==================== full_adder_unit_flat
==> full_adder_unit_flat/metal_density.png <==
Bar = 10 µm. 8 x 9 tiles, from dark purple (low) to yellow (high), scaled to the fullest tile. Values are wire area over tile area, all layers added.
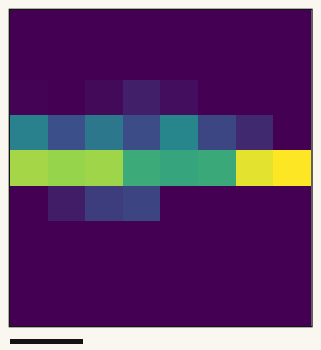

File: src/rtl/full_adder_unit_if.sv
// -----------------------------------------------------------------------------
// full_adder_unit_if
// Operand/result bundle for the registered ripple-carry full adder.
//   x, y      : WIDTH-bit unsigned operands
//   z         : carry-in into bit 0
//   in_valid  : operands are sampled on the rising edge while high
//   sum       : WIDTH-bit registered sum
//   carry     : registered carry-out of the MSB cell
//   out_valid : one-cycle pulse per accepted operation
// master drives operands and observes results; slave is the adder side.
// -----------------------------------------------------------------------------
interface full_adder_unit_if #(
   parameter int WIDTH = 1
);
   logic [WIDTH-1:0] x;
   logic [WIDTH-1:0] y;
   logic             z;
   logic             in_valid;
   logic [WIDTH-1:0] sum;
   logic             carry;
   logic             out_valid;

   modport master (
      output x, y, z, in_valid,
      input  sum, carry, out_valid
   );

   modport slave (
      input  x, y, z, in_valid,
      output sum, carry, out_valid
   );
endinterface

File: src/rtl/full_adder_unit.sv
// -----------------------------------------------------------------------------
// full_adder_unit
// Registered WIDTH-bit adder built from a chain of 1-bit full-adder cells in
// ripple carry. {carry, sum} = x + y + z appears one clock after the operands
// are accepted, together with a one-cycle out_valid pulse. With in_valid low
// the result registers hold and out_valid drops.
// Ports:
//   clk : clock, rising edge
//   rst : synchronous, active-high reset (wins over in_valid at the same edge)
//   bus : full_adder_unit_if.slave (x, y, z, in_valid -> sum, carry, out_valid)
// -----------------------------------------------------------------------------
module full_adder_unit #(
   parameter int WIDTH = 1
) (
   input logic              clk,
   input logic              rst,
   full_adder_unit_if.slave bus
);

   // One full-adder cell per bit, carry rippling from bit 0 upward. Kept as a
   // function with a local carry variable so the chain stays a single
   // combinational cone with no pipelining inside it.
   function automatic logic [WIDTH:0] ripple_add(
      input logic [WIDTH-1:0] a,
      input logic [WIDTH-1:0] b,
      input logic             cin
   );
      logic             c;
      logic [WIDTH-1:0] s;
      c = cin;
      s = {WIDTH{1'b0}};
      for (int i = 0; i < WIDTH; i++) begin
         s[i] = a[i] ^ b[i] ^ c;
         c    = (a[i] & b[i]) | (c & (a[i] ^ b[i]));
      end
      return {c, s};
   endfunction

   logic [WIDTH:0]   w_result;
   logic [WIDTH-1:0] r_sum;
   logic             r_carry;
   logic             r_valid;

   assign w_result = ripple_add(bus.x, bus.y, bus.z);

   // Result registers: reset clears everything, accepted operands load, idle holds the result.
   always_ff @(posedge clk) begin
      if (rst) begin
         r_sum   <= {WIDTH{1'b0}};
         r_carry <= 1'b0;
         r_valid <= 1'b0;
      end else if (bus.in_valid) begin
         r_sum   <= w_result[WIDTH-1:0];
         r_carry <= w_result[WIDTH];
         r_valid <= 1'b1;
      end else begin
         r_valid <= 1'b0;
      end
   end

   assign bus.sum       = r_sum;
   assign bus.carry     = r_carry;
   assign bus.out_valid = r_valid;

endmodule

File: src/flat_wrapper.sv
// flat-port wrapper written by rule: the top's interface ports become plain ports
module full_adder_unit_flat 
#(
   parameter int WIDTH = 1
)
  (clk, rst, bus_x, bus_y, bus_z, bus_in_valid, bus_sum, bus_carry, bus_out_valid);
  full_adder_unit_if #(.WIDTH(WIDTH)) bus_i ();
  input logic clk;
  input logic rst;
  input wire logic [$bits(bus_i.x)-1:0] bus_x;
  input wire logic [$bits(bus_i.y)-1:0] bus_y;
  input wire logic [$bits(bus_i.z)-1:0] bus_z;
  input wire logic [$bits(bus_i.in_valid)-1:0] bus_in_valid;
  output wire logic [$bits(bus_i.sum)-1:0] bus_sum;
  output wire logic [$bits(bus_i.carry)-1:0] bus_carry;
  output wire logic [$bits(bus_i.out_valid)-1:0] bus_out_valid;
  assign bus_i.x = bus_x;
  assign bus_i.y = bus_y;
  assign bus_i.z = bus_z;
  assign bus_i.in_valid = bus_in_valid;
  assign bus_sum = bus_i.sum;
  assign bus_carry = bus_i.carry;
  assign bus_out_valid = bus_i.out_valid;
  full_adder_unit #(.WIDTH(WIDTH)) u_core (.clk(clk), .rst(rst), .bus(bus_i));
endmodule
File: config.mk
export PLATFORM = sky130hd
export DESIGN_NAME = full_adder_unit_flat
export DESIGN_NICKNAME = d
export VERILOG_FILES = /design/src/rtl/full_adder_unit_if.sv /design/src/rtl/full_adder_unit.sv /design/src/flat_wrapper.sv
export SDC_FILE = /design/constraint.sdc
export NUM_CORES = 1
export LEC_CHECK = 0
export CAP_MARGIN = 0
export CORE_AREA = 2 2 39 41
export DETAILED_ROUTE_END_ITERATION = 10
export DIE_AREA = 0 0 41 43
export HOLD_SLACK_MARGIN = 0.08
export PLACE_DENSITY = 0.37
export SYNTH_ARGS = -nofsm -noshare
export SYNTH_HDL_FRONTEND = slang
export SYNTH_SLANG_ARGS = --single-unit
File: constraint.sdc
create_clock -name clk -period 1 [get_ports clk]
set_clock_uncertainty 0.05 [all_clocks]
set_input_delay 0.1 -clock clk [delete_from_list [all_inputs] [get_ports clk]]
set_output_delay 0.1 -clock clk [all_outputs]
set_load 0.02 [all_outputs]
==================== uart_event_packetizer
## config.mk

```make
export PLATFORM = sky130hd
export DESIGN_NAME = uart_event_packetizer
export DESIGN_NICKNAME = d
export VERILOG_FILES = /design/src/rtl/uart_event_packetizer.sv
export SDC_FILE = /design/constraint.sdc
export NUM_CORES = 1
export LEC_CHECK = 0
export ABC_CLOCK_PERIOD_IN_PS = 4700
export CORE_MARGIN = 2
export CORE_UTILIZATION = 40
export DETAILED_ROUTE_END_ITERATION = 8
export PLACE_DENSITY = 0.68
export SYNTH_ARGS = -nofsm -noshare
export SYNTH_HDL_FRONTEND = slang
export SYNTH_SLANG_ARGS = --single-unit
export TNS_END_PERCENT = 30
```

## constraint.sdc

```tcl
create_clock -name clk -period 4.7 [get_ports clk]
set_input_delay 0.94 -clock clk [delete_from_list [all_inputs] [get_ports clk]]
set_output_delay 0.94 -clock clk [all_outputs]
set_load 0.02 [all_outputs]
```

## src/rtl/uart_event_packetizer.sv

```systemverilog
// rtl/uart_event_packetizer.sv - UART byte stream to EVT2 event word assembler
module uart_event_packetizer #(
  parameter int         COORD_BYTES  = 2,
  parameter int         X_BITS       = 11,
  parameter int         Y_BITS       = 11,
  parameter int         TS_BITS      = 6,
  parameter int         SYNC_EN      = 0,
  parameter logic [7:0] SYNC_BYTE    = 8'hA5,
  parameter int         CHECKSUM_EN  = 0,
  parameter int         TIMEOUT_CLKS = 2080
) (
  input  logic               clk,
  input  logic               rst,
  input  logic [7:0]         rx_data,
  input  logic               rx_valid,
  input  logic [TS_BITS-1:0] ts_now,
  output logic [31:0]        evt_word,
  output logic               evt_valid,
  input  logic               evt_ready,
  output logic               busy,
  output logic [15:0]        drop_count,
  output logic [15:0]        err_count
);

  typedef enum logic [2:0] {S_SYNC, S_X, S_Y, S_POL, S_CHK} state_t;

  localparam state_t      START    = (SYNC_EN != 0) ? S_SYNC : S_X;
  localparam logic        LAST_IDX = (COORD_BYTES > 1);
  localparam int          IW       = (TIMEOUT_CLKS > 1) ? $clog2(TIMEOUT_CLKS + 1) : 1;
  localparam logic [IW:0] TO_LIMIT = (IW + 1)'(TIMEOUT_CLKS);

  state_t             state_q, state_d;
  logic               idx_q, idx_d;
  logic [15:0]        x_q, x_d;
  logic [15:0]        y_q, y_d;
  logic               pol_q, pol_d;
  logic [TS_BITS-1:0] ts_q, ts_d;
  logic [7:0]         acc_q, acc_d;
  logic [IW-1:0]      idle_q, idle_d;
  logic [31:0]        evt_word_q, evt_word_d;
  logic               evt_valid_q, evt_valid_d;
  logic [15:0]        drop_q, drop_d;
  logic [15:0]        err_q, err_d;

  logic               at_start;
  logic [IW:0]        idle_inc;
  logic               done;
  logic               pkt_err;
  logic [27:0]        x_wide;
  logic [27:0]        y_wide;
  logic               x_oor;
  logic               y_oor;
  logic [31:0]        new_word;

  // The second coordinate byte of a one-field-in-progress packet counts as busy too
  assign at_start   = (state_q == START) && (idx_q == 1'b0);
  assign busy       = !at_start;
  assign evt_word   = evt_word_q;
  assign evt_valid  = evt_valid_q;
  assign drop_count = drop_q;
  assign err_count  = err_q;

  // Next-state: byte parsing, timeout, completion, output slot and counters
  always_comb begin
    state_d     = state_q;
    idx_d       = idx_q;
    x_d         = x_q;
    y_d         = y_q;
    pol_d       = pol_q;
    ts_d        = ts_q;
    acc_d       = acc_q;
    idle_d      = idle_q;
    evt_word_d  = evt_word_q;
    evt_valid_d = evt_valid_q && !evt_ready;
    drop_d      = drop_q;
    err_d       = err_q;
    done        = 1'b0;
    pkt_err     = 1'b0;
    idle_inc    = {1'b0, idle_q} + 1'b1;

    if (rx_valid) begin
      idle_d = '0;
      case (state_q)
        S_SYNC: begin
          if (rx_data == SYNC_BYTE) state_d = S_X;
        end
        S_X: begin
          acc_d = acc_q ^ rx_data;
          x_d   = (idx_q == 1'b0) ? {8'h00, rx_data} : {x_q[7:0], rx_data};
          if (idx_q == LAST_IDX) begin
            idx_d   = 1'b0;
            state_d = S_Y;
          end else begin
            idx_d = 1'b1;
          end
        end
        S_Y: begin
          acc_d = acc_q ^ rx_data;
          y_d   = (idx_q == 1'b0) ? {8'h00, rx_data} : {y_q[7:0], rx_data};
          if (idx_q == LAST_IDX) begin
            idx_d   = 1'b0;
            state_d = S_POL;
          end else begin
            idx_d = 1'b1;
          end
        end
        S_POL: begin
          acc_d = acc_q ^ rx_data;
          pol_d = rx_data[0];
          ts_d  = ts_now;
          if (CHECKSUM_EN != 0) state_d = S_CHK;
          else                  done    = 1'b1;
        end
        S_CHK: begin
          done = 1'b1;
          if (acc_q != rx_data) pkt_err = 1'b1;
        end
        default: state_d = START;
      endcase
    end else if (!at_start && (TIMEOUT_CLKS != 0)) begin
      // A byte arriving in the same cycle always wins over the timeout
      if (idle_inc >= TO_LIMIT) pkt_err = 1'b1;
      else                      idle_d  = idle_inc[IW-1:0];
    end

    x_wide   = {12'h000, x_d};
    y_wide   = {12'h000, y_d};
    x_oor    = (x_wide >> X_BITS) != 28'd0;
    y_oor    = (y_wide >> Y_BITS) != 28'd0;
    new_word = {3'b000, pol_d, ts_d, x_wide[X_BITS-1:0], y_wide[Y_BITS-1:0]};

    if (done && (x_oor || y_oor)) pkt_err = 1'b1;

    if (pkt_err) begin
      err_d   = (err_q == 16'hFFFF) ? err_q : err_q + 16'd1;
      state_d = START;
      idx_d   = 1'b0;
      acc_d   = 8'h00;
      idle_d  = '0;
    end else if (done) begin
      state_d = START;
      idx_d   = 1'b0;
      acc_d   = 8'h00;
      if (evt_valid_q && !evt_ready) begin
        drop_d = (drop_q == 16'hFFFF) ? drop_q : drop_q + 16'd1;
      end else begin
        evt_word_d  = new_word;
        evt_valid_d = 1'b1;
      end
    end
  end

  // State and output registers with synchronous reset
  always_ff @(posedge clk) begin
    if (rst) begin
      state_q     <= START;
      idx_q       <= 1'b0;
      x_q         <= '0;
      y_q         <= '0;
      pol_q       <= 1'b0;
      ts_q        <= '0;
      acc_q       <= '0;
      idle_q      <= '0;
      evt_word_q  <= '0;
      evt_valid_q <= 1'b0;
      drop_q      <= '0;
      err_q       <= '0;
    end else begin
      state_q     <= state_d;
      idx_q       <= idx_d;
      x_q         <= x_d;
      y_q         <= y_d;
      pol_q       <= pol_d;
      ts_q        <= ts_d;
      acc_q       <= acc_d;
      idle_q      <= idle_d;
      evt_word_q  <= evt_word_d;
      evt_valid_q <= evt_valid_d;
      drop_q      <= drop_d;
      err_q       <= err_d;
    end
  end

endmodule

```

==================== mx11_regbank
`config.mk`:
```
export PLATFORM = sky130hd
export DESIGN_NAME = mx11_regbank
export DESIGN_NICKNAME = d
export VERILOG_FILES = /design/src/rtl/mx11_pkg.sv /design/src/rtl/mx11_wb_fifo.sv /design/src/rtl/mx11_regbank.sv
export SDC_FILE = /design/constraint.sdc
export NUM_CORES = 1
export LEC_CHECK = 0
export CORE_ASPECT_RATIO = 0.7
export CORE_MARGIN = 3
export CORE_UTILIZATION = 42
export DETAILED_ROUTE_END_ITERATION = 8
export GPL_ROUTABILITY_DRIVEN = 0
export PLACE_DENSITY = 0.8
export SLEW_MARGIN = 25
export SYNTH_ARGS = -nofsm -noshare
export SYNTH_HDL_FRONTEND = slang
export SYNTH_SLANG_ARGS = --single-unit
export TNS_END_PERCENT = 20
```
`constraint.sdc`:
```
create_clock -name clk -period 1.9 [get_ports clk]
set_input_delay 0.38 -clock clk [delete_from_list [all_inputs] [get_ports clk]]
set_output_delay 0.38 -clock clk [all_outputs]
set_load 0.02 [all_outputs]
```
`src/rtl/mx11_pkg.sv`:
```
// Shared types and constants for the MX11 register bank and its writeback queue.
package mx11_pkg;

   localparam int unsigned REG_COUNT = 16;
   localparam logic [3:0]  FLAGS_IDX = 4'h7;

   localparam logic [3:0]  BANK_REG  = 4'h0;
   localparam logic [3:0]  BANK_EXT  = 4'h1;

   typedef logic [REG_COUNT-1:0][7:0] reg_line_t;

   typedef struct packed {
      logic [3:0] addr;
      logic [7:0] data;
   } ext_entry_t;

endpackage

```
`src/rtl/mx11_wb_fifo.sv`:
```
// Bank-1 writeback queue of ext_entry_t.
// MX11_REGBANK_EXT_FIFO_EN defined  : DEPTH-entry circular FIFO.
// MX11_REGBANK_EXT_FIFO_EN undefined: single holding register, DEPTH ignored.
// The caller guarantees i_push only when not full or popping, and i_pop only when valid.
module mx11_wb_fifo
   import mx11_pkg::*;
#(
   parameter int unsigned DEPTH = 2
)(
   input  logic       clk,
   input  logic       rst_n,
   input  logic       i_push,
   input  ext_entry_t i_entry,
   input  logic       i_pop,
   output ext_entry_t o_head,
   output logic       o_valid,
   output logic       o_full
);

`ifdef MX11_REGBANK_EXT_FIFO_EN
   localparam int unsigned PW = $clog2(DEPTH);
   localparam int unsigned CW = $clog2(DEPTH) + 1;

   ext_entry_t [DEPTH-1:0] r_mem;
   logic [PW-1:0]          r_rd_ptr;
   logic [PW-1:0]          r_wr_ptr;
   logic [CW-1:0]          r_count;

   // Circular buffer; pointers wrap naturally because DEPTH is a power of two.
   always_ff @(posedge clk or negedge rst_n) begin
      if (!rst_n) begin
         r_mem    <= '0;
         r_rd_ptr <= '0;
         r_wr_ptr <= '0;
         r_count  <= '0;
      end else begin
         if (i_push) begin
            r_mem[r_wr_ptr] <= i_entry;
            r_wr_ptr        <= r_wr_ptr + PW'(1);
         end
         if (i_pop) begin
            r_rd_ptr <= r_rd_ptr + PW'(1);
         end
         case ({i_push, i_pop})
            2'b10:   r_count <= r_count + CW'(1);
            2'b01:   r_count <= r_count - CW'(1);
            default: r_count <= r_count;
         endcase
      end
   end

   assign o_head  = r_mem[r_rd_ptr];
   assign o_valid = (r_count != '0);
   assign o_full  = (r_count == CW'(DEPTH));
`else
   ext_entry_t r_entry;
   logic       r_valid;

   // Single holding register; a push alongside a pop simply replaces the entry.
   always_ff @(posedge clk or negedge rst_n) begin
      if (!rst_n) begin
         r_entry <= '0;
         r_valid <= 1'b0;
      end else if (i_push) begin
         r_entry <= i_entry;
         r_valid <= 1'b1;
      end else if (i_pop) begin
         r_valid <= 1'b0;
      end
   end

   assign o_head  = r_entry;
   assign o_valid = r_valid;
   assign o_full  = r_valid;

   // DEPTH has no effect in the single-register build.
   if (DEPTH == 0) begin : g_depth_ignored
   end
`endif

endmodule

```
`src/rtl/mx11_regbank.sv`:
```
// MX11 architectural register bank and writeback sink.
// Bank 0 writes land in the register array; bank 1 writes go to the external queue.
// Optional macro MX11_REGBANK_EXT_FIFO_EN turns the bank-1 queue into an EXT_DEPTH FIFO.
module mx11_regbank
   import mx11_pkg::*;
#(
   parameter int unsigned DATA_WIDTH  = 8,
   parameter int unsigned DEPTH       = 16,
   parameter int unsigned EXT_DEPTH   = 2,
   parameter logic [7:0]  FLAGS_RESET = 8'h00
)(
   input  logic             clk,
   input  logic             rst_n,
   input  logic [15:0][7:0] data_line,
   input  logic [7:0]       load_addr,
   input  logic             we,
   output logic [15:0][7:0] reg_line,
   output logic             ext_valid,
   input  logic             ext_ready,
   output logic [3:0]       ext_addr,
   output logic [7:0]       ext_data,
   output logic             busy,
   output logic             ovf
);

   logic [$clog2(DEPTH)-1:0] w_idx;
   logic [3:0]               w_bank;
   logic [DATA_WIDTH-1:0]    w_wdata;
   logic                     w_wr_reg;
   logic                     w_wr_ext;
   logic                     w_pop;
   logic                     w_push;
   logic                     w_full;
   ext_entry_t               w_entry;
   ext_entry_t               w_head;
   reg_line_t                r_regs;
   logic                     r_ovf;

   assign w_idx    = load_addr[3:0];
   assign w_bank   = load_addr[7:4];
   assign w_wdata  = data_line[w_idx];
   assign w_wr_reg = we && (w_bank == BANK_REG);
   assign w_wr_ext = we && (w_bank == BANK_EXT);

   assign w_pop    = ext_valid && ext_ready;
   assign busy     = w_full && !w_pop;
   assign w_push   = w_wr_ext && !busy;

   assign w_entry.addr = w_idx;
   assign w_entry.data = w_wdata;

   // Register array: bank-0 writes always accepted, FLAGS stored verbatim.
   always_ff @(posedge clk or negedge rst_n) begin
      if (!rst_n) begin
         r_regs            <= '0;
         r_regs[FLAGS_IDX] <= FLAGS_RESET;
      end else if (w_wr_reg) begin
         r_regs[w_idx] <= w_wdata;
      end
   end

   // Sticky overflow: set whenever a bank-1 write is refused.
   always_ff @(posedge clk or negedge rst_n) begin
      if (!rst_n) begin
         r_ovf <= 1'b0;
      end else if (w_wr_ext && busy) begin
         r_ovf <= 1'b1;
      end
   end

   mx11_wb_fifo #(
      .DEPTH (EXT_DEPTH)
   ) u_wb_fifo (
      .clk     (clk),
      .rst_n   (rst_n),
      .i_push  (w_push),
      .i_entry (w_entry),
      .i_pop   (w_pop),
      .o_head  (w_head),
      .o_valid (ext_valid),
      .o_full  (w_full)
   );

   assign reg_line = r_regs;
   assign ext_addr = w_head.addr;
   assign ext_data = w_head.data;
   assign ovf      = r_ovf;

endmodule
```
==================== multicycle_control_fsm_flat
## config.mk

```make
export PLATFORM = sky130hd
export DESIGN_NAME = multicycle_control_fsm_flat
export DESIGN_NICKNAME = d
export VERILOG_FILES = /design/src/rtl/multicycle_control_fsm_pkg.sv /design/src/rtl/multicycle_control_fsm_if.sv /design/src/rtl/multicycle_control_fsm.sv /design/src/flat_wrapper.sv
export SDC_FILE = /design/constraint.sdc
export NUM_CORES = 1
export LEC_CHECK = 0
export CELL_PAD_IN_SITES_DETAIL_PLACEMENT = 1
export CELL_PAD_IN_SITES_GLOBAL_PLACEMENT = 1
export CORE_MARGIN = 2
export CORE_UTILIZATION = 33
export CTS_CLUSTER_DIAMETER = 120
export DETAILED_ROUTE_END_ITERATION = 7
export PLACE_DENSITY = 0.91
export SLEW_MARGIN = 20
export SYNTH_ARGS = -nofsm -noshare
export SYNTH_HDL_FRONTEND = slang
export SYNTH_SLANG_ARGS = --single-unit
export TNS_END_PERCENT = 5
```

## constraint.sdc

```tcl
create_clock -name clk -period 5.1 [get_ports clk]
set_clock_uncertainty 0.15 [all_clocks]
set_input_delay 1.02 -clock clk [delete_from_list [all_inputs] [get_ports clk]]
set_output_delay 1.02 -clock clk [all_outputs]
set_load 0.01 [all_outputs]
```

## src/rtl/multicycle_control_fsm_pkg.sv

```systemverilog
// Shared encodings for the multicycle MIPS control FSM: state codes, opcodes
// and the datapath select encodings.
package multicycle_control_fsm_pkg;

  localparam int STATE_BITS = 4;

  typedef enum logic [STATE_BITS-1:0] {
    S_FETCH    = 4'd0,
    S_DECODE   = 4'd1,
    S_MEM_ADDR = 4'd2,
    S_MEM_RD   = 4'd3,
    S_MEM_WB   = 4'd4,
    S_MEM_WR   = 4'd5,
    S_EXEC_R   = 4'd6,
    S_EXEC_I   = 4'd7,
    S_ALU_WB   = 4'd8,
    S_BRANCH   = 4'd9,
    S_JUMP     = 4'd10
  } state_e;

  localparam logic [5:0] OP_RTYPE = 6'b000000;
  localparam logic [5:0] OP_LW    = 6'b100011;
  localparam logic [5:0] OP_SW    = 6'b101011;
  localparam logic [5:0] OP_BEQ   = 6'b000100;
  localparam logic [5:0] OP_J     = 6'b000010;
  localparam logic [5:0] OP_ADDI  = 6'b001000;

  localparam logic [1:0] SRCB_REG     = 2'b00;
  localparam logic [1:0] SRCB_FOUR    = 2'b01;
  localparam logic [1:0] SRCB_IMM     = 2'b10;
  localparam logic [1:0] SRCB_IMM_SH2 = 2'b11;

  localparam logic [1:0] ALUOP_ADD   = 2'b00;
  localparam logic [1:0] ALUOP_SUB   = 2'b01;
  localparam logic [1:0] ALUOP_FUNCT = 2'b10;

  localparam logic [1:0] PCSRC_ALU    = 2'b00;
  localparam logic [1:0] PCSRC_ALUOUT = 2'b01;
  localparam logic [1:0] PCSRC_JUMP   = 2'b10;

  function automatic logic op_is_legal(input logic [5:0] op);
    return (op == OP_RTYPE) || (op == OP_LW) || (op == OP_SW) ||
           (op == OP_BEQ) || (op == OP_J) || (op == OP_ADDI);
  endfunction

endpackage

```

## src/rtl/multicycle_control_fsm_if.sv

```systemverilog
// Control bundle between the multicycle FSM (master) and the datapath (slave).
interface multicycle_control_fsm_if;
  logic [5:0] Opcode;
  logic       mem_ready;
  logic       IorD;
  logic       MemRead;
  logic       MemWrite;
  logic       IRWrite;
  logic       RegDst;
  logic       MemtoReg;
  logic       RegWrite;
  logic       ALUSrcA;
  logic [1:0] ALUSrcB;
  logic [1:0] ALUOp;
  logic [1:0] PCSource;
  logic       PCWrite;
  logic       PCWriteCond;
  logic       illegal_op;
  logic       instr_done;

  modport master (
    input  Opcode, mem_ready,
    output IorD, MemRead, MemWrite, IRWrite, RegDst, MemtoReg, RegWrite,
           ALUSrcA, ALUSrcB, ALUOp, PCSource, PCWrite, PCWriteCond,
           illegal_op, instr_done
  );

  modport slave (
    output Opcode, mem_ready,
    input  IorD, MemRead, MemWrite, IRWrite, RegDst, MemtoReg, RegWrite,
           ALUSrcA, ALUSrcB, ALUOp, PCSource, PCWrite, PCWriteCond,
           illegal_op, instr_done
  );
endinterface

```

## src/rtl/multicycle_control_fsm.sv

```systemverilog
// Main control FSM of the multicycle MIPS datapath: steps each instruction
// through fetch/decode/execute/memory/writeback and drives every datapath control.
//
// state    | meaning
// FETCH    | read instruction at PC, commit IR load and PC+4 on mem_ready
// DECODE   | opcode decode, branch target precompute, opcode latched
// MEM_ADDR | effective address = A + sign-ext imm
// MEM_RD   | load data read at ALUOut, held until mem_ready
// MEM_WB   | write MDR to rt
// MEM_WR   | store B at ALUOut, held until mem_ready
// EXEC_R   | R-type ALU operation
// EXEC_I   | addi ALU operation
// ALU_WB   | write ALUOut to rd (R-type) or rt (addi)
// BRANCH   | beq compare, conditional PC load
// JUMP     | PC load from jump target
module multicycle_control_fsm
  import multicycle_control_fsm_pkg::*;
#(
  parameter int STATE_W     = 4,
  parameter bit MEM_WAIT_EN = 1'b1
) (
  input  logic                      clk,
  input  logic                      reset,
  multicycle_control_fsm_if.master  bus,
  output logic [STATE_W-1:0]        state
);

  state_e     state_q, state_d;
  logic [5:0] opcode_q, opcode_d;
  logic       ready;

  logic       mem_read, mem_write, ir_write, reg_write, pc_write, pc_write_cond;
  logic       illegal, done;

  assign ready = bus.mem_ready | ~MEM_WAIT_EN;

  always_ff @(posedge clk or posedge reset) begin
    if (reset) begin
      state_q  <= S_FETCH;
      opcode_q <= '0;
    end else begin
      state_q  <= state_d;
      opcode_q <= opcode_d;
    end
  end

  always_comb begin
    state_d  = S_FETCH;
    opcode_d = opcode_q;
    case (state_q)
      S_FETCH:    state_d = ready ? S_DECODE : S_FETCH;
      S_DECODE: begin
        opcode_d = bus.Opcode;
        case (bus.Opcode)
          OP_LW, OP_SW: state_d = S_MEM_ADDR;
          OP_RTYPE:     state_d = S_EXEC_R;
          OP_ADDI:      state_d = S_EXEC_I;
          OP_BEQ:       state_d = S_BRANCH;
          OP_J:         state_d = S_JUMP;
          default:      state_d = S_FETCH;
        endcase
      end
      S_MEM_ADDR: state_d = (opcode_q == OP_SW) ? S_MEM_WR : S_MEM_RD;
      S_MEM_RD:   state_d = ready ? S_MEM_WB : S_MEM_RD;
      S_MEM_WR:   state_d = ready ? S_FETCH : S_MEM_WR;
      S_EXEC_R,
      S_EXEC_I:   state_d = S_ALU_WB;
      default:    state_d = S_FETCH;
    endcase
  end

  always_comb begin
    bus.IorD      = 1'b0;
    bus.RegDst    = 1'b0;
    bus.MemtoReg  = 1'b0;
    bus.ALUSrcA   = 1'b0;
    bus.ALUSrcB   = SRCB_REG;
    bus.ALUOp     = ALUOP_ADD;
    bus.PCSource  = PCSRC_ALU;
    mem_read      = 1'b0;
    mem_write     = 1'b0;
    ir_write      = 1'b0;
    reg_write     = 1'b0;
    pc_write      = 1'b0;
    pc_write_cond = 1'b0;
    illegal       = 1'b0;
    done          = 1'b0;
    case (state_q)
      S_FETCH: begin
        mem_read    = 1'b1;
        // IR load and PC+4 only in the ready cycle so PC advances exactly once
        ir_write    = ready;
        pc_write    = ready;
        bus.ALUSrcB = SRCB_FOUR;
      end
      S_DECODE: begin
        bus.ALUSrcB = SRCB_IMM_SH2;
        illegal     = ~op_is_legal(bus.Opcode);
      end
      S_MEM_ADDR: begin
        bus.ALUSrcA = 1'b1;
        bus.ALUSrcB = SRCB_IMM;
      end
      S_MEM_RD: begin
        mem_read = 1'b1;
        bus.IorD = 1'b1;
      end
      S_MEM_WB: begin
        bus.MemtoReg = 1'b1;
        reg_write    = 1'b1;
        done         = 1'b1;
      end
      S_MEM_WR: begin
        mem_write = 1'b1;
        bus.IorD  = 1'b1;
        done      = ready;
      end
      S_EXEC_R: begin
        bus.ALUSrcA = 1'b1;
        bus.ALUOp   = ALUOP_FUNCT;
      end
      S_EXEC_I: begin
        bus.ALUSrcA = 1'b1;
        bus.ALUSrcB = SRCB_IMM;
      end
      S_ALU_WB: begin
        bus.RegDst = (opcode_q == OP_RTYPE);
        reg_write  = 1'b1;
        done       = 1'b1;
      end
      S_BRANCH: begin
        bus.ALUSrcA   = 1'b1;
        bus.ALUOp     = ALUOP_SUB;
        bus.PCSource  = PCSRC_ALUOUT;
        pc_write_cond = 1'b1;
        done          = 1'b1;
      end
      S_JUMP: begin
        bus.PCSource = PCSRC_JUMP;
        pc_write     = 1'b1;
        done         = 1'b1;
      end
      default: ;
    endcase
  end

  // Strobes and pulses are gated so nothing commits while reset is held
  assign bus.MemRead     = mem_read      & ~reset;
  assign bus.MemWrite    = mem_write     & ~reset;
  assign bus.IRWrite     = ir_write      & ~reset;
  assign bus.RegWrite    = reg_write     & ~reset;
  assign bus.PCWrite     = pc_write      & ~reset;
  assign bus.PCWriteCond = pc_write_cond & ~reset;
  assign bus.illegal_op  = illegal       & ~reset;
  assign bus.instr_done  = done          & ~reset;

  assign state = STATE_W'(state_q);

endmodule
```

## src/flat_wrapper.sv

```systemverilog
// flat-port wrapper written by rule: the top's interface ports become plain ports
module multicycle_control_fsm_flat import multicycle_control_fsm_pkg::*;
#(
  parameter int STATE_W     = 4,
  parameter bit MEM_WAIT_EN = 1'b1
)
  (clk, reset, state, bus_Opcode, bus_mem_ready, bus_IorD, bus_MemRead, bus_MemWrite, bus_IRWrite, bus_RegDst, bus_MemtoReg, bus_RegWrite, bus_ALUSrcA, bus_ALUSrcB, bus_ALUOp, bus_PCSource, bus_PCWrite, bus_PCWriteCond, bus_illegal_op, bus_instr_done);
  multicycle_control_fsm_if bus_i ();
  input  logic clk;
  input  logic reset;
  output logic [STATE_W-1:0] state;
  input wire logic [$bits(bus_i.Opcode)-1:0] bus_Opcode;
  input wire logic [$bits(bus_i.mem_ready)-1:0] bus_mem_ready;
  output wire logic [$bits(bus_i.IorD)-1:0] bus_IorD;
  output wire logic [$bits(bus_i.MemRead)-1:0] bus_MemRead;
  output wire logic [$bits(bus_i.MemWrite)-1:0] bus_MemWrite;
  output wire logic [$bits(bus_i.IRWrite)-1:0] bus_IRWrite;
  output wire logic [$bits(bus_i.RegDst)-1:0] bus_RegDst;
  output wire logic [$bits(bus_i.MemtoReg)-1:0] bus_MemtoReg;
  output wire logic [$bits(bus_i.RegWrite)-1:0] bus_RegWrite;
  output wire logic [$bits(bus_i.ALUSrcA)-1:0] bus_ALUSrcA;
  output wire logic [$bits(bus_i.ALUSrcB)-1:0] bus_ALUSrcB;
  output wire logic [$bits(bus_i.ALUOp)-1:0] bus_ALUOp;
  output wire logic [$bits(bus_i.PCSource)-1:0] bus_PCSource;
  output wire logic [$bits(bus_i.PCWrite)-1:0] bus_PCWrite;
  output wire logic [$bits(bus_i.PCWriteCond)-1:0] bus_PCWriteCond;
  output wire logic [$bits(bus_i.illegal_op)-1:0] bus_illegal_op;
  output wire logic [$bits(bus_i.instr_done)-1:0] bus_instr_done;
  assign bus_i.Opcode = bus_Opcode;
  assign bus_i.mem_ready = bus_mem_ready;
  assign bus_IorD = bus_i.IorD;
  assign bus_MemRead = bus_i.MemRead;
  assign bus_MemWrite = bus_i.MemWrite;
  assign bus_IRWrite = bus_i.IRWrite;
  assign bus_RegDst = bus_i.RegDst;
  assign bus_MemtoReg = bus_i.MemtoReg;
  assign bus_RegWrite = bus_i.RegWrite;
  assign bus_ALUSrcA = bus_i.ALUSrcA;
  assign bus_ALUSrcB = bus_i.ALUSrcB;
  assign bus_ALUOp = bus_i.ALUOp;
  assign bus_PCSource = bus_i.PCSource;
  assign bus_PCWrite = bus_i.PCWrite;
  assign bus_PCWriteCond = bus_i.PCWriteCond;
  assign bus_illegal_op = bus_i.illegal_op;
  assign bus_instr_done = bus_i.instr_done;
  multicycle_control_fsm #(.STATE_W(STATE_W), .MEM_WAIT_EN(MEM_WAIT_EN)) u_core (.clk(clk), .reset(reset), .bus(bus_i), .state(state));
endmodule
```

==> mx11_regbank/metal_density.png <==
Bar = 50 µm. 31 x 22 tiles, from dark purple (low) to yellow (high), scaled to the fullest tile. Values are wire area over tile area, all layers added.
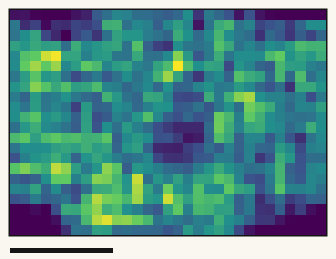
nearly empty tiles: 5.1%
tiles over half the peak: 36%
fullest tile: 0.47
emptiest ninth of the die: bottom right
Avg WL per Cell: 22.3 µm
Via Count: 5067

==> flow_summary.yaml, mx11_regbank <==
# yosys + openroad results
outcome:
  outcome: "finished clean"
synth:
  synthArstFlopShare_pct: 100
  synthTopCellsByCount: "dfrtp_1 (142), mux2_2 (131), mux4_2 (32), nand2_1 (19), o22ai_1 (12)"
  ys_ff: 142
  post-synth-top-area-cell: "dfrtp_1"
  top_cell: "dfrtp_1"
placement:
  dp_hpwl_mm: 16.9
grt:
  met1_usage_pct: 35.9
  grt_use_met3_pct: 8.81
setup_path:
  critPathKind: "input port to register"
  crit_start: "we"
clock_network:
  cts_tree: "yes"
power:
  p_clk_mw: 3.10
  comb_cell_power_mw: 1.82
floorplanning:
  die_x_um: 154
routing:
  via_per_inst: 5.22
timing:
  tightest_slew_ps: 363
  fin_setup_tns_ps: 0
  finalClockPeriodUsage_pct: 97.1
cells_and_area:
  nonClkBufAreaFrac_pct: 32.9
  sh_seq_area_pct: 33.2
[mx11_regbank: cells by family (layout without fill, tap and decap cells)]
kind of cell / count (synthesis) / in the layout / share of synthesized area, %
AOI/OAI and AO/OA: 24 / 24 / 2.39
buffers and inverters: 21 / 392 / 1.70
DFF: 142 / 142 / 55.5
muxes: 166 / 166 / 34.8
and+or+nand+nor: 51 / 51 / 5.53
[mx11_regbank: critical path: stages]
cell	delay (ps)
dlygate4sd2_1	200
or4b_4	510
nor3b_4	200
buf_6	150
and4_1	220
buf_6	150
mux2_2	340
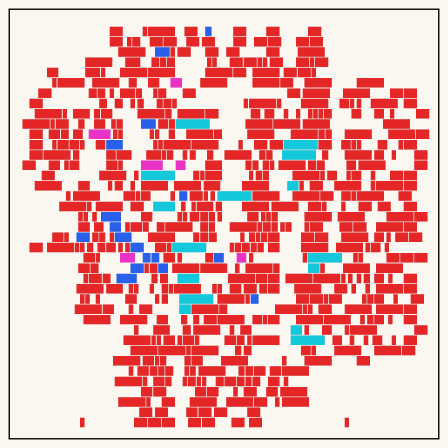
(uart_event_packetizer/sizes.png)
[cyan] _6 and larger | cells: 15
[magenta] _3 and _4 cells | cells: 6
[blue] _2 cells | cells: 17
[red] _0 and _1 cells | cells: 563
Final Cell Area: 5890 µm²
Final WS setup: 884 ps
synthesis-to-finish area growth: 23.8%
Non-clock buffers: 82

==> flow_summary.yaml, uart_event_packetizer <==
# yosys + openroad results
outcome:
  outcome: "complete, but fails checks"
  failed_checks: "design-rule violations"
synth:
  yosysUniqueCellTypes: 51
  synthArstFlopShare_pct: 0
  yosysCellCount: 536
  ys_sh_simple_pct: 24.7
  netlist_area_um2: 4760
  xor_share_pct: 5.89
  ys_ff: 109
  logic_family: "simple AND/OR/NAND/NOR gates"
  top_cell: "nor2_1"
power:
  pwr-share-comb_pct: 21.5
  pwr_density_cell_nw_per_um2: 387
routing:
  drc: 7
setup_path:
  cp_cell_sequence: "clkdlybuf4s50_1 -> nand2_1 -> a21oi_1 -> nand4_1 -> nor3_1 -> and3_1 -> nand2_1 -> or3_1 -> a21oi_1"
  r2r_start: "state_q[1]$_SDFFE_PP0P_"
  cp-start-kind: "input port"
cells_and_area:
  layout.cells.non_filler: 744
  largest_reg_flops: 29
  largest_class: "combinational gates"
  sh_seq_area_pct: 37.0
  n_all_inverters: 7
  flops: 109
clock_network:
  cts_sinks: 109
  clock_latency_ps: 340
  htreeDepth: 3
hold_path:
  hp-start: "x_q[15]$_SDFF_PP0_"
timing:
  finalSetupViolCount: 0
  finalClockPeriodUsage_pct: 81.2
grt:
  grt_max_degree: 78
  grt_antenna_before_repair: 0
placement:
  dp_cells: 728
==> uart_event_packetizer: worst max-delay path by stage <==
stage,start,endpoint,slack (ps),cells past startpoint
2_1_floorplan,rx_valid,err_count[5]$_SDFFE_PP0P_,1910,11
3_3_place_gp,rx_valid,drop_count[8]$_SDFFE_PP0P_,650,9
3_5_place_dp,rx_valid,drop_count[8]$_SDFFE_PP0P_,530,9
4_1_cts,rx_valid,drop_count[8]$_SDFFE_PP0P_,870,9
5_1_grt,rx_valid,drop_count[8]$_SDFFE_PP0P_,480,9
6_report,rx_valid,drop_count[8]$_SDFFE_PP0P_,880,9
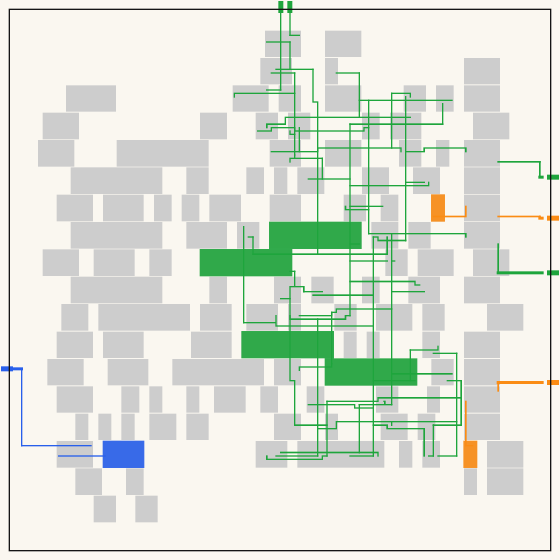
(multicycle_control_fsm_flat/io_fan.png)
[orange] bus_PCSource | direction: output | edge: right | end cells: 2 | buffers: 2 | wire: 19.1 µm
[blue] bus_illegal_op | direction: output | edge: left | end cells: 1 | buffers: 1 | wire: 19.8 µm
[green] state | direction: output | edge: 2 right, 2 top | end cells: 4 | buffers: 4 | wire: 528 µm
# port buffers: 30
IO Pins: 31

==> multicycle_control_fsm_flat/placement_by_type.png <==
Bar = 20 µm.
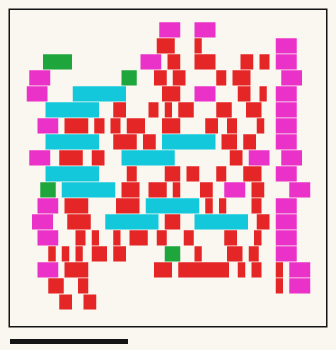
[cyan] flops | cells: 10
[green] clock drivers and dummy loads | cells: 4
[red] combinational and other logic | cells: 79
[magenta] other buffers and delay cells | cells: 30
row cnt: 18
utilization after layout: 47.7%

==> flow_summary.yaml, multicycle_control_fsm_flat <==
# yosys + openroad results
grt:
  grt_max_degree: 21
  grt_remaining_overflow: 0
  grt_antenna_before_repair: 0
  met1_usage_pct: 21.2
setup_path:
  cp-start-kind: "input port"
  worst_path_most_repeated_cell: "clkdlybuf4s50_1"
  cp_slowest_cell: "clkdlybuf4s50_1"
  cp_cell_sequence: "clkdlybuf4s50_1 -> nor3b_1 -> a21oi_1 -> nor4_1 -> clkdlybuf4s50_1"
timing:
  finalHoldViolCount: 0
  setup_slack_ps: 1160
  rsz0062_at_grt: "no"
  finalClockPeriodUsage_pct: 77.3
floorplanning:
  die_x_um: 53.7
  fp-utilization_pct: 33.8
clock_network:
  clkTransAtPathRegs_ps: 60
outcome:
  outcome: "finished clean"
flow_run:
  drv_cap: 0
synth:
  ys_ff: 10
  ys_sh_aoi_pct: 14.0
  fp_nets: 104
hold_path:
  min_path_type: "register to register"
multicycle_control_fsm_flat: power groups by stage:
stage | clock (mW) | sequential (mW) | combinational, mW
floorplan | 0 | 0.136 | 0.163
global placement | 0 | 0.164 | 0.216
detailed placement | 0 | 0.168 | 0.225
finish | 0.0749 | 0.167 | 0.223
CTS | 0.0773 | 0.167 | 0.226
global route | 0.0805 | 0.176 | 0.246
multicycle_control_fsm_flat: cell type report:
cell class	count	area (µm²)	area share, %
inverters	3	11.3	0.979
flip-flops and latches	10	250	21.8
multi-input cells	76	514	44.7
well taps	30	37.5	3.26
repair buffers	30	300	26.1
clock buffers	4	36.3	3.16
==> full_adder_unit_flat/placement_by_type.png <==
Bar = 10 µm.
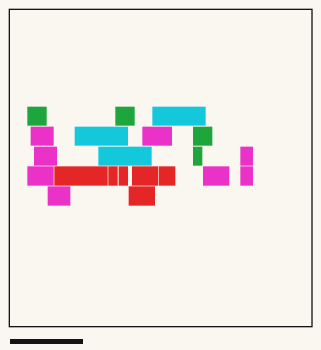
[green] clock drivers and dummy loads | cells: 4
[magenta] other buffers and delay cells | cells: 8
[cyan] flops | cells: 3
[red] combinational and other logic | cells: 6
row cnt: 14
sequential cell area share: 26.4%
core box area: 1380 µm²

==> full_adder_unit_flat/sizes.png <==
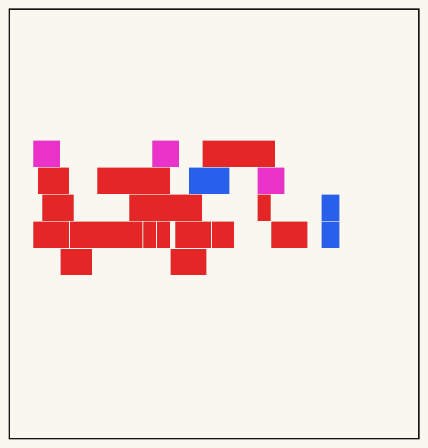
[magenta] _3 and _4 cells | cells: 3
[red] _0 and _1 cells | cells: 15
[blue] _2 cells | cells: 3
Final Cell Area: 228 µm²
Non-clock buffers: 8
synthesis-to-finish area growth: 100%
Final WS setup: 41.1 ps

## Picture notes: full_adder_unit_flat/metal_density.png
nearly empty tiles: 71%
densest ninth of the die: left middle
fullest tile: 0.24
mean over tiles: 0.030
GRT Resource Usage Total: 5.52%
Avg WL per Cell: 7.57 µm
Routed WL: 280 µm
Via Count: 104

==> flow_summary.yaml, full_adder_unit_flat <==
# yosys + openroad results
outcome:
  outcome: "finished clean"
setup_path:
  crit_cells: 1
  cp-start-kind: "register"
cells_and_area:
  nonClkBufAreaFrac_pct: 29.7
  largest_class: "non-clock buffers"
  flops: 3
  final_cell_mix: "clkbuf_4 (3), dlygate4sd2_1 (3), dfxtp_1 (3)"
  comb_cells: 6
power:
  p_total_uw: 403
  pwr_density_cell_nw_per_um2: 1770
  max-vdd-ir-drop_mv: 0.866
  pwr-share-comb_pct: 14.5
placement:
  io_buffer_count: 8
hold_path:
  hold-path-endpoint: "u_core.bus.sum$_SDFFE_PP0P_"
  whs_path_depth: 4
synth:
  yosys_most_used_dff: "dfxtp_1"
  top_cell: "dfxtp_1"
  synthTopCellsByArea: "dfxtp_1 (53%), fa_1 (18%), mux2i_1 (18%)"
  synth.avg_cell_area_um2: 12.7
  logic_family: "adder cells"
timing:
  period_needed_ps: 959
  slew_viol_final: 0
  tightest_slew_ps: 120
clock_network:
  cts_resized: 11
  clock_latency_ps: 230
  cts_tree: "yes"
routing:
  via_per_inst: 2.81
  postRouteAntennaNets: 0
  drc: 0
## full_adder_unit_flat: power by group through the flow
stage,Sequential (mW),Combinational [mW],Clock [mW]
6_report,0.133,0.0586,0.211
5_1_grt,0.134,0.0663,0.239
4_1_cts,0.133,0.0630,0.222
3_5_place_dp,0.135,0.0699,0
3_3_place_gp,0.135,0.0674,0
2_1_floorplan,0.145,0.0145,0
## full_adder_unit_flat: sequential cells by signal (all words and copies together) (netlist names)
signal,flops
u_core.bus.sum,1
u_core.bus.carry,1
u_core.bus.out_valid,1


==> notes/layouts.md <==
Pictures saved along the way, in no particular order.

Routing congestion map.
picture 1
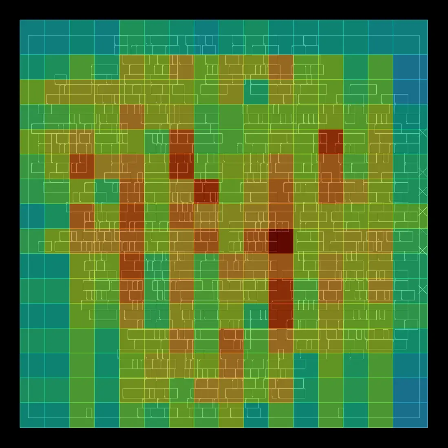
picture 2
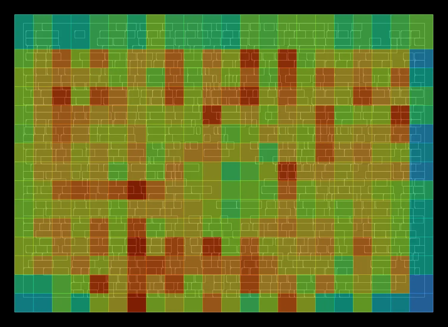
picture 3
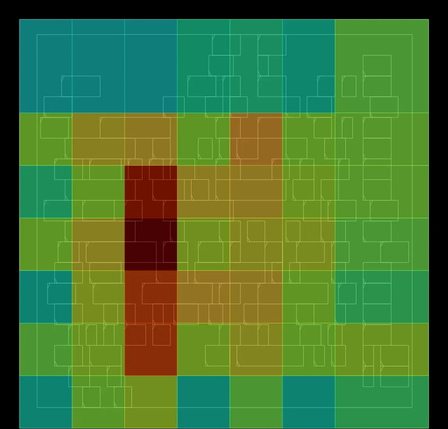
- mx11_regbank = picture 2
- multicycle_control_fsm_flat = picture 3
- uart_event_packetizer = picture 1


==> notes/layouts.md <==
Pictures saved along the way, in no particular order.

Port wiring.
panel A
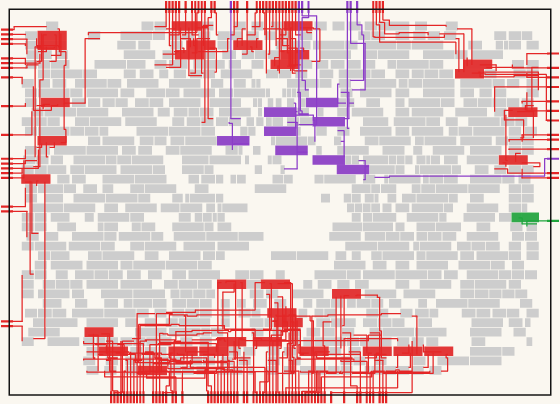
panel B
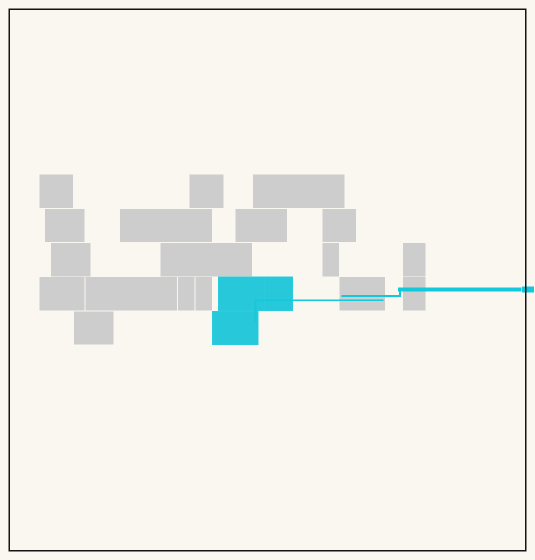
panel C
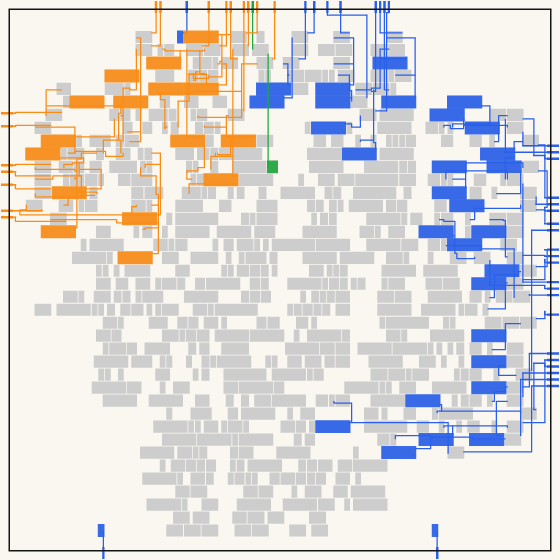
panel A: mx11_regbank
panel C: uart_event_packetizer
panel B: full_adder_unit_flat

Key to panel C:
[green] evt_ready | direction: input | edge: top | end cells: 1 | buffers: 1 | wire: 31.8 µm
[orange] err_count | direction: output | edge: 9 top, 7 left | end cells: 16 | buffers: 16 | wire: 708 µm
[blue] evt_word | direction: output | edge: 21 right, 9 top, 2 bottom | end cells: 32 | buffers: 29 | wire: 849 µm

Power figures rest on the tool's default switching activity, not on a simulated workload.
